# block 1

Figure 1. A small window of the routed layout (block 1).
The bar under the picture is 5 um long. Region (27, 47) to (47, 67) um. Cells in gray, sequential cells in the stronger gray; small squares are vias.
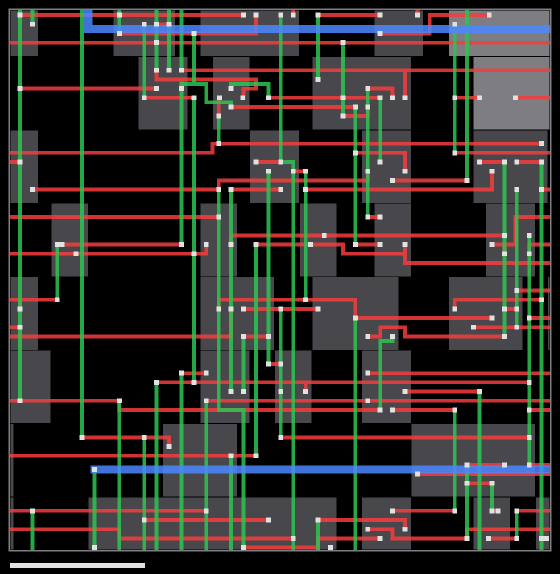

File: src/rtl/sensor_bus_pkg.sv
// Shared sensor-bus definitions: request command/address codes, CRC-8
// parameters, responder FSM state encoding and the crc8 helper that the
// arbiter-side checker also uses.
package sensor_bus_pkg;

  localparam logic [4:0] CMD_READ       = 5'b00001;
  localparam logic [2:0] ADDR_COLLISION = 3'd0;
  localparam logic [7:0] CRC8_POLY      = 8'h07;
  localparam logic [7:0] CRC8_INIT      = 8'h00;

  typedef enum logic [2:0] {
    ST_IDLE      = 3'd0,
    ST_CHECK     = 3'd1,
    ST_GUARD     = 3'd2,
    ST_SEND_DATA = 3'd3,
    ST_WAIT_DATA = 3'd4,
    ST_SEND_CRC  = 3'd5,
    ST_WAIT_CRC  = 3'd6,
    ST_DONE      = 3'd7
  } resp_state_t;

  // MSB-first, non-reflected, no final XOR, over a single byte
  function automatic logic [7:0] crc8(input logic [7:0] data);
    logic [7:0] crc;
    crc = CRC8_INIT ^ data;
    for (int i = 0; i < 8; i++) begin
      crc = crc[7] ? ({crc[6:0], 1'b0} ^ CRC8_POLY) : {crc[6:0], 1'b0};
    end
    return crc;
  endfunction

endpackage

File: src/rtl/sensor_node_responder_if.sv
// Serial bus pins between the arbiter side (master) and a sensor node (slave).
interface sensor_node_responder_if;
  logic rx;
  logic tx;
  logic tx_oe;

  modport master (output rx, input tx, input tx_oe);
  modport slave  (input rx, output tx, output tx_oe);
endinterface

File: src/rtl/sensor_node_responder_crc8_gen.sv
// Combinational CRC-8 of one byte (the response checksum).
module crc8_gen
  import sensor_bus_pkg::*;
(
  input  logic [7:0] data_in,
  output logic [7:0] crc_out
);
  // Single-byte CRC from the shared package helper
  assign crc_out = crc8(data_in);
endmodule

File: src/rtl/uart_rx.sv
// UART receiver, 8N1, LSB first. done_rx pulses for one cycle when a valid
// stop bit is sampled; data_rx holds the byte until the next frame.
module uart_rx #(
  parameter int UART_CLOCK_BIT = 434
) (
  input  logic       clock,
  input  logic       reset,
  input  logic       rx,
  output logic [7:0] data_rx,
  output logic       done_rx
);
  localparam int TW = $clog2(UART_CLOCK_BIT);
  localparam logic [TW-1:0] FULL = TW'(UART_CLOCK_BIT - 1);
  localparam logic [TW-1:0] HALF = TW'(UART_CLOCK_BIT / 2 - 1);

  logic          rx_meta, rx_s, active;
  logic [3:0]    bit_cnt;
  logic [TW-1:0] bit_timer;
  logic [7:0]    shift;

  // Synchronise the line, then sample mid-bit: start check, 8 data bits, stop bit
  always_ff @(posedge clock) begin
    if (reset) begin
      rx_meta   <= 1'b1;
      rx_s      <= 1'b1;
      active    <= 1'b0;
      bit_cnt   <= 4'd0;
      bit_timer <= '0;
      shift     <= 8'h00;
      data_rx   <= 8'h00;
      done_rx   <= 1'b0;
    end else begin
      rx_meta <= rx;
      rx_s    <= rx_meta;
      done_rx <= 1'b0;
      if (!active) begin
        if (!rx_s) begin
          active    <= 1'b1;
          bit_cnt   <= 4'd0;
          bit_timer <= HALF;
        end
      end else if (bit_timer != '0) begin
        bit_timer <= bit_timer - TW'(1);
      end else begin
        bit_timer <= FULL;
        if (bit_cnt == 4'd0) begin
          if (rx_s) active <= 1'b0;
          else      bit_cnt <= 4'd1;
        end else if (bit_cnt <= 4'd8) begin
          shift   <= {rx_s, shift[7:1]};
          bit_cnt <= bit_cnt + 4'd1;
        end else begin
          active <= 1'b0;
          if (rx_s) begin
            data_rx <= shift;
            done_rx <= 1'b1;
          end
        end
      end
    end
  end
endmodule

File: src/rtl/uart_tx.sv
// UART transmitter, 8N1, LSB first. Starts a frame on a one-cycle enable_tx
// while idle; done_tx pulses for one cycle once the stop bit has completed.
module uart_tx #(
  parameter int UART_CLOCK_BIT = 434
) (
  input  logic       clock,
  input  logic       reset,
  input  logic       enable_tx,
  input  logic [7:0] data_tx,
  output logic       tx,
  output logic       done_tx
);
  localparam int TW = $clog2(UART_CLOCK_BIT);
  localparam logic [TW-1:0] FULL = TW'(UART_CLOCK_BIT - 1);

  logic          active;
  logic [3:0]    bits_left;
  logic [TW-1:0] bit_timer;
  logic [8:0]    shift;

  // Bit timer counts down to zero; each terminal count moves to the next bit
  always_ff @(posedge clock) begin
    if (reset) begin
      tx        <= 1'b1;
      done_tx   <= 1'b0;
      active    <= 1'b0;
      bits_left <= 4'd0;
      bit_timer <= '0;
      shift     <= '1;
    end else begin
      done_tx <= 1'b0;
      if (!active) begin
        if (enable_tx) begin
          active    <= 1'b1;
          tx        <= 1'b0;
          shift     <= {1'b1, data_tx};
          bits_left <= 4'd9;
          bit_timer <= FULL;
        end
      end else if (bit_timer != '0) begin
        bit_timer <= bit_timer - TW'(1);
      end else if (bits_left == 4'd0) begin
        active  <= 1'b0;
        done_tx <= 1'b1;
      end else begin
        tx        <= shift[0];
        shift     <= {1'b1, shift[8:1]};
        bits_left <= bits_left - 4'd1;
        bit_timer <= FULL;
      end
    end
  end
endmodule

File: src/rtl/sensor_node_responder.sv
// Sensor node responder on the half-duplex UART sensor bus. Answers a READ
// request addressed to NODE_ADDR with the snapshot byte followed by its CRC-8,
// driving the line only while responding.
// Optional macro SENSOR_NODE_GUARD_EN: holds the line idle-high for
// GUARD_BITS bit-times before the data byte.
//
// state     | meaning
// IDLE      | waiting for a received request byte
// CHECK     | decode command/address, capture data byte and CRC
// GUARD     | line driven high for the guard time (macro build only)
// SEND_DATA | one-cycle start strobe for the data byte
// WAIT_DATA | data byte shifting out
// SEND_CRC  | one-cycle start strobe for the CRC byte
// WAIT_CRC  | CRC byte shifting out
// DONE      | release line, pulse resp_done
module sensor_node_responder
  import sensor_bus_pkg::*;
#(
  parameter int         UART_CLOCK_BIT = 434,
  parameter logic [2:0] NODE_ADDR      = 3'd1,
  parameter int         GUARD_BITS     = 2
) (
  input  logic                          clock,
  input  logic                          reset,
  sensor_node_responder_if.slave        bus,
  input  logic [7:0]                    sensor_data,
  input  logic                          sensor_valid,
  output logic                          busy,
  output logic                          resp_done
);
  resp_state_t state;
  logic [7:0]  snapshot, snapshot_crc, req_byte, data_tx, crc_byte, data_rx;
  logic        done_rx, done_tx, enable_tx, line_tx, tx_oe_r, frozen;

`ifdef SENSOR_NODE_GUARD_EN
  localparam int GUARD_CYCLES = GUARD_BITS * UART_CLOCK_BIT;
  localparam int GW = $clog2(GUARD_CYCLES + 1);
  logic [GW-1:0] guard_timer;
`endif

  uart_rx #(.UART_CLOCK_BIT(UART_CLOCK_BIT)) u_rx (
    .clock   (clock),
    .reset   (reset),
    .rx      (bus.rx),
    .data_rx (data_rx),
    .done_rx (done_rx)
  );

  uart_tx #(.UART_CLOCK_BIT(UART_CLOCK_BIT)) u_tx (
    .clock     (clock),
    .reset     (reset),
    .enable_tx (enable_tx),
    .data_tx   (data_tx),
    .tx        (line_tx),
    .done_tx   (done_tx)
  );

  crc8_gen u_crc (
    .data_in (snapshot),
    .crc_out (snapshot_crc)
  );

  // Line is released (idle-high) whenever the driver is not enabled
  assign bus.tx    = tx_oe_r ? line_tx : 1'b1;
  assign bus.tx_oe = tx_oe_r;

  // Snapshot is frozen while the response bytes are in flight
  assign frozen = (state == ST_SEND_DATA) || (state == ST_WAIT_DATA) ||
                  (state == ST_SEND_CRC)  || (state == ST_WAIT_CRC);

  // Sensor snapshot register
  always_ff @(posedge clock) begin
    if (reset)                       snapshot <= 8'h00;
    else if (sensor_valid && !frozen) snapshot <= sensor_data;
  end

  // Response FSM; data_tx doubles as the captured data byte, then carries the CRC
  always_ff @(posedge clock) begin
    if (reset) begin
      state     <= ST_IDLE;
      req_byte  <= 8'h00;
      data_tx   <= 8'h00;
      crc_byte  <= 8'h00;
      enable_tx <= 1'b0;
      tx_oe_r   <= 1'b0;
      busy      <= 1'b0;
      resp_done <= 1'b0;
`ifdef SENSOR_NODE_GUARD_EN
      guard_timer <= '0;
`endif
    end else begin
      enable_tx <= 1'b0;
      resp_done <= 1'b0;
      case (state)
        ST_IDLE: begin
          if (done_rx) begin
            req_byte <= data_rx;
            busy     <= 1'b1;
            state    <= ST_CHECK;
          end
        end
        ST_CHECK: begin
          if (req_byte[7:3] == CMD_READ && req_byte[2:0] == NODE_ADDR) begin
            data_tx  <= snapshot;
            crc_byte <= snapshot_crc;
            tx_oe_r  <= 1'b1;
`ifdef SENSOR_NODE_GUARD_EN
            guard_timer <= GW'(GUARD_CYCLES - 1);
            state       <= ST_GUARD;
`else
            enable_tx <= 1'b1;
            state     <= ST_SEND_DATA;
`endif
          end else begin
            busy  <= 1'b0;
            state <= ST_IDLE;
          end
        end
`ifdef SENSOR_NODE_GUARD_EN
        ST_GUARD: begin
          if (guard_timer == '0) begin
            enable_tx <= 1'b1;
            state     <= ST_SEND_DATA;
          end else begin
            guard_timer <= guard_timer - GW'(1);
          end
        end
`endif
        ST_SEND_DATA: state <= ST_WAIT_DATA;
        ST_WAIT_DATA: begin
          if (done_tx) begin
            data_tx   <= crc_byte;
            enable_tx <= 1'b1;
            state     <= ST_SEND_CRC;
          end
        end
        ST_SEND_CRC: state <= ST_WAIT_CRC;
        ST_WAIT_CRC: begin
          if (done_tx) begin
            tx_oe_r   <= 1'b0;
            resp_done <= 1'b1;
            state     <= ST_DONE;
          end
        end
        ST_DONE: begin
          busy  <= 1'b0;
          state <= ST_IDLE;
        end
        default: begin
          tx_oe_r <= 1'b0;
          busy    <= 1'b0;
          state   <= ST_IDLE;
        end
      endcase
    end
  end
endmodule

File: src/flat_wrapper.sv
// flat-port wrapper written by rule: the top's interface ports become plain ports
module sensor_node_responder_flat import sensor_bus_pkg::*;
#(
  parameter int         UART_CLOCK_BIT = 434,
  parameter logic [2:0] NODE_ADDR      = 3'd1,
  parameter int         GUARD_BITS     = 2
)
  (clock, reset, sensor_data, sensor_valid, busy, resp_done, bus_rx, bus_tx, bus_tx_oe);
  sensor_node_responder_if bus_i ();
  input  logic clock;
  input  logic reset;
  input  logic [7:0] sensor_data;
  input  logic sensor_valid;
  output logic busy;
  output logic resp_done;
  input wire logic [$bits(bus_i.rx)-1:0] bus_rx;
  output wire logic [$bits(bus_i.tx)-1:0] bus_tx;
  output wire logic [$bits(bus_i.tx_oe)-1:0] bus_tx_oe;
  assign bus_i.rx = bus_rx;
  assign bus_tx = bus_i.tx;
  assign bus_tx_oe = bus_i.tx_oe;
  sensor_node_responder #(.UART_CLOCK_BIT(UART_CLOCK_BIT), .NODE_ADDR(NODE_ADDR), .GUARD_BITS(GUARD_BITS)) u_core (.clock(clock), .reset(reset), .bus(bus_i), .sensor_data(sensor_data), .sensor_valid(sensor_valid), .busy(busy), .resp_done(resp_done));
endmodule
File: config.mk
export PLATFORM = sky130hd
export DESIGN_NAME = sensor_node_responder_flat
export DESIGN_NICKNAME = d
export VERILOG_FILES = /design/src/rtl/sensor_bus_pkg.sv /design/src/rtl/sensor_node_responder_if.sv /design/src/rtl/sensor_node_responder_crc8_gen.sv /design/src/rtl/uart_rx.sv /design/src/rtl/uart_tx.sv /design/src/rtl/sensor_node_responder.sv /design/src/flat_wrapper.sv
export SDC_FILE = /design/constraint.sdc
export NUM_CORES = 1
export LEC_CHECK = 0
export CAP_MARGIN = 25
export CELL_PAD_IN_SITES_DETAIL_PLACEMENT = 1
export CELL_PAD_IN_SITES_GLOBAL_PLACEMENT = 1
export CORE_ASPECT_RATIO = 0.5
export CORE_MARGIN = 1
export CORE_UTILIZATION = 43
export DETAILED_ROUTE_END_ITERATION = 7
export GPL_TIMING_DRIVEN = 0
export HOLD_SLACK_MARGIN = 0.12
export PLACE_DENSITY_LB_ADDON = 0.1
export REMOVE_ABC_BUFFERS = 1
export SYNTH_ARGS = -nofsm -noshare
export SYNTH_HDL_FRONTEND = slang
export SYNTH_HIERARCHICAL = 1
export SYNTH_SLANG_ARGS = --single-unit
File: constraint.sdc
create_clock -name clock -period 2.5 [get_ports clock]
set_clock_uncertainty 0.15 [all_clocks]
set_input_delay 0.375 -clock clock [delete_from_list [all_inputs] [get_ports clock]]
set_output_delay 0.375 -clock clock [all_outputs]
set_load 0.005 [all_outputs]
# block 2

$ cat config.mk
export PLATFORM = sky130hd
export DESIGN_NAME = sprite_plot_scheduler
export DESIGN_NICKNAME = d
export VERILOG_FILES = /design/src/rtl/sprite_plot_scheduler.sv
export SDC_FILE = /design/constraint.sdc
export NUM_CORES = 1
export LEC_CHECK = 0
export ABC_CLOCK_PERIOD_IN_PS = 2900
export CAP_MARGIN = 20
export CORE_MARGIN = 4
export CORE_UTILIZATION = 45
export CTS_CLUSTER_DIAMETER = 50
export DETAILED_ROUTE_END_ITERATION = 8
export DONT_BUFFER_PORTS = 1
export PLACE_DENSITY = 0.65
export SLEW_MARGIN = 15
export SYNTH_ARGS = -nofsm -noshare
export SYNTH_HDL_FRONTEND = slang
export SYNTH_SLANG_ARGS = --single-unit
export TNS_END_PERCENT = 10
$ cat constraint.sdc
create_clock -name clk -period 2.9 [get_ports clk]
set_input_delay 0.87 -clock clk [delete_from_list [all_inputs] [get_ports clk]]
set_output_delay 0.87 -clock clk [all_outputs]
set_load 0.005 [all_outputs]
$ cat src/rtl/sprite_plot_scheduler.sv
// Sprite plot scheduler: once per frame, grants the shared VGA pixel port to
// each requesting sprite FSM in fixed priority order (index 0 first), pulses
// its enable, forwards its pixel stream until done or timeout, then moves on.
module sprite_plot_scheduler #(
  parameter int unsigned NUM_REQ = 4,
  parameter int unsigned IDX_W   = 2,
  parameter int unsigned TIMEOUT = 1023,
  parameter int unsigned X_W     = 9,
  parameter int unsigned Y_W     = 8,
  parameter int unsigned C_W     = 3
) (
  input  logic                   clk,
  input  logic                   resetn,
  input  logic                   frame_tick,
  input  logic [NUM_REQ-1:0]     req,
  input  logic [NUM_REQ-1:0]     done_in,
  input  logic [NUM_REQ-1:0]     plot_in,
  input  logic [NUM_REQ*X_W-1:0] x_in,
  input  logic [NUM_REQ*Y_W-1:0] y_in,
  input  logic [NUM_REQ*C_W-1:0] colour_in,
  output logic [NUM_REQ-1:0]     enable_out,
  output logic [X_W-1:0]         x_out,
  output logic [Y_W-1:0]         y_out,
  output logic [C_W-1:0]         colour_out,
  output logic                   writeEn,
  output logic [IDX_W-1:0]       grant_idx,
  output logic                   busy,
  output logic                   frame_done,
  output logic                   overrun,
  output logic                   timeout_err
);

  localparam int unsigned TMR_W = $clog2(TIMEOUT + 1);

  localparam logic [2:0] S_IDLE  = 3'd0;
  localparam logic [2:0] S_SCAN  = 3'd1;
  localparam logic [2:0] S_START = 3'd2;
  localparam logic [2:0] S_WAIT  = 3'd3;
  localparam logic [2:0] S_FDONE = 3'd4;

  logic [2:0]         state_q,   state_d;
  logic [NUM_REQ-1:0] pending_q, pending_d;
  logic [IDX_W-1:0]   grant_q,   grant_d;
  logic [TMR_W-1:0]   timer_q,   timer_d;
  logic               overrun_q, overrun_d;
  logic               tmo_q,     tmo_d;
  logic [IDX_W-1:0]   low_idx;

  // Lowest set bit of the pending mask; scanned downward so the lowest index wins.
  always_comb begin
    low_idx = '0;
    for (int unsigned i = NUM_REQ; i > 0; i--) begin
      if (pending_q[i-1]) low_idx = IDX_W'(i - 1);
    end
  end

  // Next-state logic for the pass FSM, grant timer and sticky fault flags.
  always_comb begin
    state_d   = state_q;
    pending_d = pending_q;
    grant_d   = grant_q;
    timer_d   = timer_q;
    overrun_d = overrun_q;
    tmo_d     = tmo_q;

    if (frame_tick && (state_q != S_IDLE)) overrun_d = 1'b1;

    case (state_q)
      S_IDLE: begin
        if (frame_tick) begin
          pending_d = req;
          state_d   = S_SCAN;
        end
      end
      S_SCAN: begin
        if (pending_q == '0) begin
          state_d = S_FDONE;
        end else begin
          grant_d = low_idx;
          state_d = S_START;
        end
      end
      S_START: begin
        timer_d = '0;
        state_d = S_WAIT;
      end
      S_WAIT: begin
        // done takes precedence over an expiring timer in the same cycle
        if (done_in[grant_q]) begin
          pending_d[grant_q] = 1'b0;
          state_d            = S_SCAN;
        end else if (timer_q == TMR_W'(TIMEOUT)) begin
          tmo_d              = 1'b1;
          pending_d[grant_q] = 1'b0;
          state_d            = S_SCAN;
        end else begin
          timer_d = timer_q + 1'b1;
        end
      end
      S_FDONE: state_d = S_IDLE;
      default: state_d = S_IDLE;
    endcase
  end

  // State registers with asynchronous active-low reset.
  always_ff @(posedge clk or negedge resetn) begin
    if (!resetn) begin
      state_q   <= S_IDLE;
      pending_q <= '0;
      grant_q   <= '0;
      timer_q   <= '0;
      overrun_q <= 1'b0;
      tmo_q     <= 1'b0;
    end else begin
      state_q   <= state_d;
      pending_q <= pending_d;
      grant_q   <= grant_d;
      timer_q   <= timer_d;
      overrun_q <= overrun_d;
      tmo_q     <= tmo_d;
    end
  end

  // Enable pulse and zero-latency pixel mux from the granted requester.
  always_comb begin
    enable_out = '0;
    x_out      = '0;
    y_out      = '0;
    colour_out = '0;
    writeEn    = 1'b0;
    if (state_q == S_START) enable_out[grant_q] = 1'b1;
    if (state_q == S_WAIT) begin
      x_out      = x_in[grant_q*X_W +: X_W];
      y_out      = y_in[grant_q*Y_W +: Y_W];
      colour_out = colour_in[grant_q*C_W +: C_W];
      writeEn    = plot_in[grant_q];
    end
  end

  assign grant_idx   = grant_q;
  assign busy        = (state_q != S_IDLE);
  assign frame_done  = (state_q == S_FDONE);
  assign overrun     = overrun_q;
  assign timeout_err = tmo_q;

endmodule

Figure 2. M2 wires (block 2).
The bar under the picture is 20 um long.
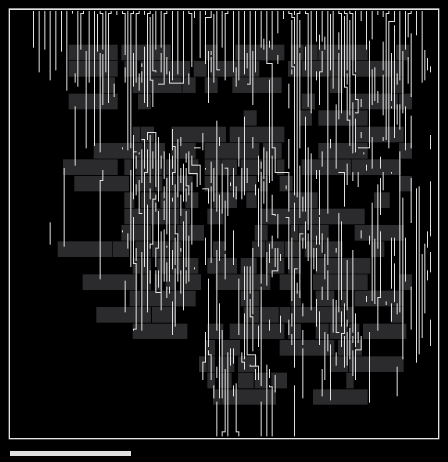
239 nets have wire on it. The longest straight run is 33.5 um.
total detailed-routing wirelength: 5320 um
GR Layer Usage met2: 33.9%

==> run summary, block 2 <==
Notes on the physical implementation.

- The flow ran to the end, and the final reports show no timing, DRC or antenna violations.
- The instance area after placement is ~1800 um^2, for reference.
- The global-route congestion overflow total is 0, for reference.
- Prior to clock tree synthesis, the placed netlist has a worst setup slack of roughly 0.5 ns.
- The core region is 3740 um^2.
- The number of cells in the yosys synthesis report is 167, for reference.
- Ranked by instance count, the synthesized netlist is headed by mux4_2 (22), and2_1 (21), dfrtp_1 (21).
- Per the layout area report, the sequential fraction of cell area is ~28%.
- The average size of a mapped cell is 10.7 um^2, for reference.
- The highest-count logic cell in the final layout is mux4_2, for reference.
- The largest family of logic cells by area is multiplexers, for reference.
- The number of standard-cell rows in the floorplan is 22, for reference.
- The critical path endpoint has a required time of ~2 ns.
- On the final layout, the worst clock skew is 0.00688 ns.
- The area share of and/or/nand/nor cells after synthesis is 22.7%, for reference.
- The path length in cells of the critical path is 2, for reference.
- The register area is 526 um^2, for reference.
- Data arrives at the worst endpoint at between 1.5 and 2 ns.
- The launch point of the worst register-to-register path is recorded as state_q[2].
- The count of yosys warnings during synthesis is 0, for reference.
- The number of OpenROAD warnings is 26, for reference.
## block 2: state kept, by name (all words and copies together), names as in the netlist
| signal | flops |
|---|---|
| timeout_err | 1 |
| grant_idx | 2 |
| state_q | 3 |
| timer_q | 10 |
| pending_q | 4 |
| overrun | 1 |
## block 2: per-layer routing
layer | up-vias | global-route usage [%] | routed length (um)
met1 | 740 | 27.1 | 2010
met2 | 80 | 33.9 | 2760
met5 | - | 0 | 0
met3 | 10 | 6.53 | 454
met4 | 0 | 3.97 | 97
li1 | 651 | - | -
## block 2: per-stage QoR
| stage | power (W) | std cells |
|---|---|---|
| after global routing | 0.00193 | 214 |
| after floorplan | 0.00137 | 167 |
| after global placement | 0.00156 | 209 |
| after detailed placement | 0.00160 | 209 |
| final | 0.00179 | 214 |
| after CTS | 0.00180 | 213 |
## block 2: report_power, final
group | switching [W] | internal, W | leakage (nW) | total, W
Clock | 0.0000999 | 0.0000959 | 0.0255 | 0.000196
Combinational | 0.000542 | 0.000563 | 0.398 | 0.00110
Sequential | 0.000108 | 0.000378 | 0.273 | 0.000487
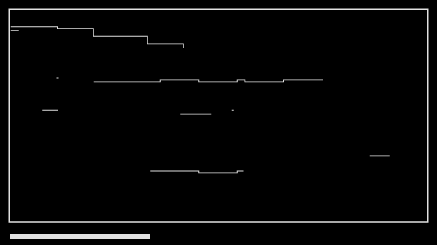
Figure 3: block 1, M3 wires.
The bar under the picture is 50 um long.
The layer carries 215 um of wire. The wires run mostly horizontal. The layer holds 2.0% of the routed length. The longest straight run is 23.7 um. 5 nets have wire on it.
total detailed-routing wirelength: 10600 um
routed vias: 3626
global routing usage on met3: 5.27%

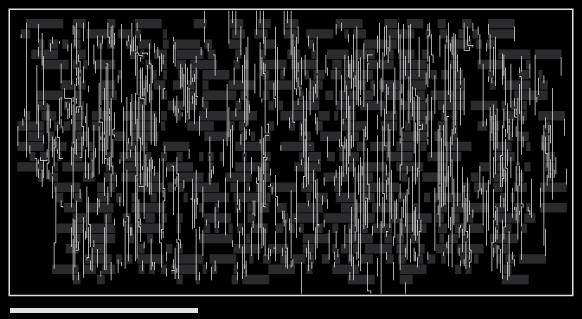
Figure 4: block 1, M2 wires.
The bar under the picture is 50 um long.
The longest straight run is 35.7 um. The wires run mostly vertical.
GR Layer Usage met2: 33.9%

Notes on Figure 1 above:
Key: red = M1; blue = M3; green = M2
Most frequent: o21ai_0 (5). Sequential cells in the window: 1. 26 logic cells have their middle in the window. Netlist names of flops here include u_core/u_rx/bit_timer (1).

==> run summary, block 1 <==
Notes on the physical implementation.

- STA classifies the critical path endpoint as a register.
- The die is ~76 um tall.
- Power spread over the standard cell area amounts to 617 nW/um^2.
- The Yosys chip area is 4670 um^2, for reference.
- The global placer's final weighted congestion is approximately 0.78, for reference.
- The layout report lists the multi-input gate area as 2510 um^2.
- Per the post-route antenna check, the number of violating nets is 0.
- The run finished with clean final reports.
- The biggest area contributor in the post-synthesis netlist is dfxtp_1.
- In the post-synthesis netlist, the biggest area contributors are dfxtp_1 (41%), a21oi_1 (6.6%), mux2i_1 (3.6%).
- The class occupying the most area after layout is reported as combinational gates.
- The global routing's busiest layer is met2, for reference.
- Along the worst hold path, the cell count comes to 2.
- The internal power consumption is 0.00244 W, for reference.
- The HPWL after detailed placement is 6710 um, for reference.
- The layout contains a multi-input combinational cell count of 363.
- On the final layout, the worst hold slack is 0.212 ns.
- STA puts the critical path data required time at approximately 2.6 ns.
- The number of cells in the yosys synthesis report is 515, for reference.
## block 1: flip-flops by register name, summed over array words and instances, names as in the netlist, 3 cells and up
name,flops
u_core/u_rx/bit_timer,9
u_core/u_rx/data_rx,8
u_core/u_tx/bits_left,4
u_core/u_rx/shift,8
u_core/u_tx/shift,8
u_core/data_tx,8
u_core/crc_byte,8
u_core/state,3
u_core/u_tx/bit_timer,9
u_core/u_rx/bit_cnt,4
u_core/snapshot,8
u_core/req_byte,8
## block 1: cell families (layout without fill, tap and decap cells)
family                   Yosys count  after routing  share of synthesized area, %
AND/OR/NAND/NOR                  182            183                          22.4
AND-OR/OR-AND                    144            144                          22.1
flip-flops                        96             96                          41.1
buffers and inverters             57             57                          6.40
multiplexers                      17             17                          3.64
XOR/XNOR                          14             14                          2.95
adder cells (fa/ha/maj)            5              5                          1.34
## block 1: layer usage
metal,vias up,part of all wire (%)
met5,-,0
met4,0,0.64
met3,7,2.0
met2,13,48
met1,1754,49
li1,1852,-
## block 1: repair_timing
item	4_1_cts	5_1_grt
cloned	1	0
endpoints found under the setup margin	27	17
pin swaps	3	1
setup buffers	5	2
gates resized	3	6

==> gallery <==
M1 wires.
Plate I
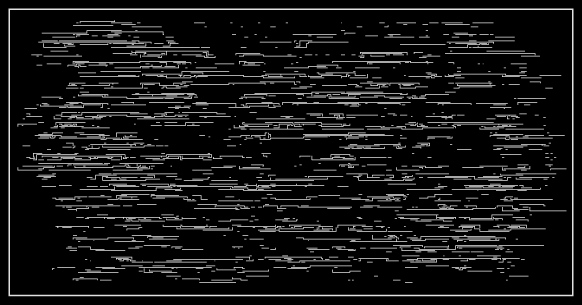
Plate II
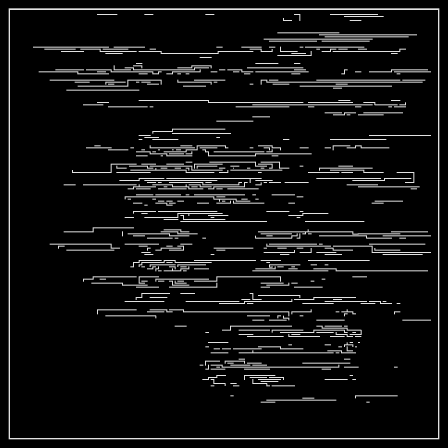
block 2: Plate II
block 1: Plate I

Key to Plate II:
The wires run mostly horizontal. 230 nets have wire on it. The longest straight run is 25.8 um. The layer carries 2010 um of wire.


Power and IR drop assume default switching activity.
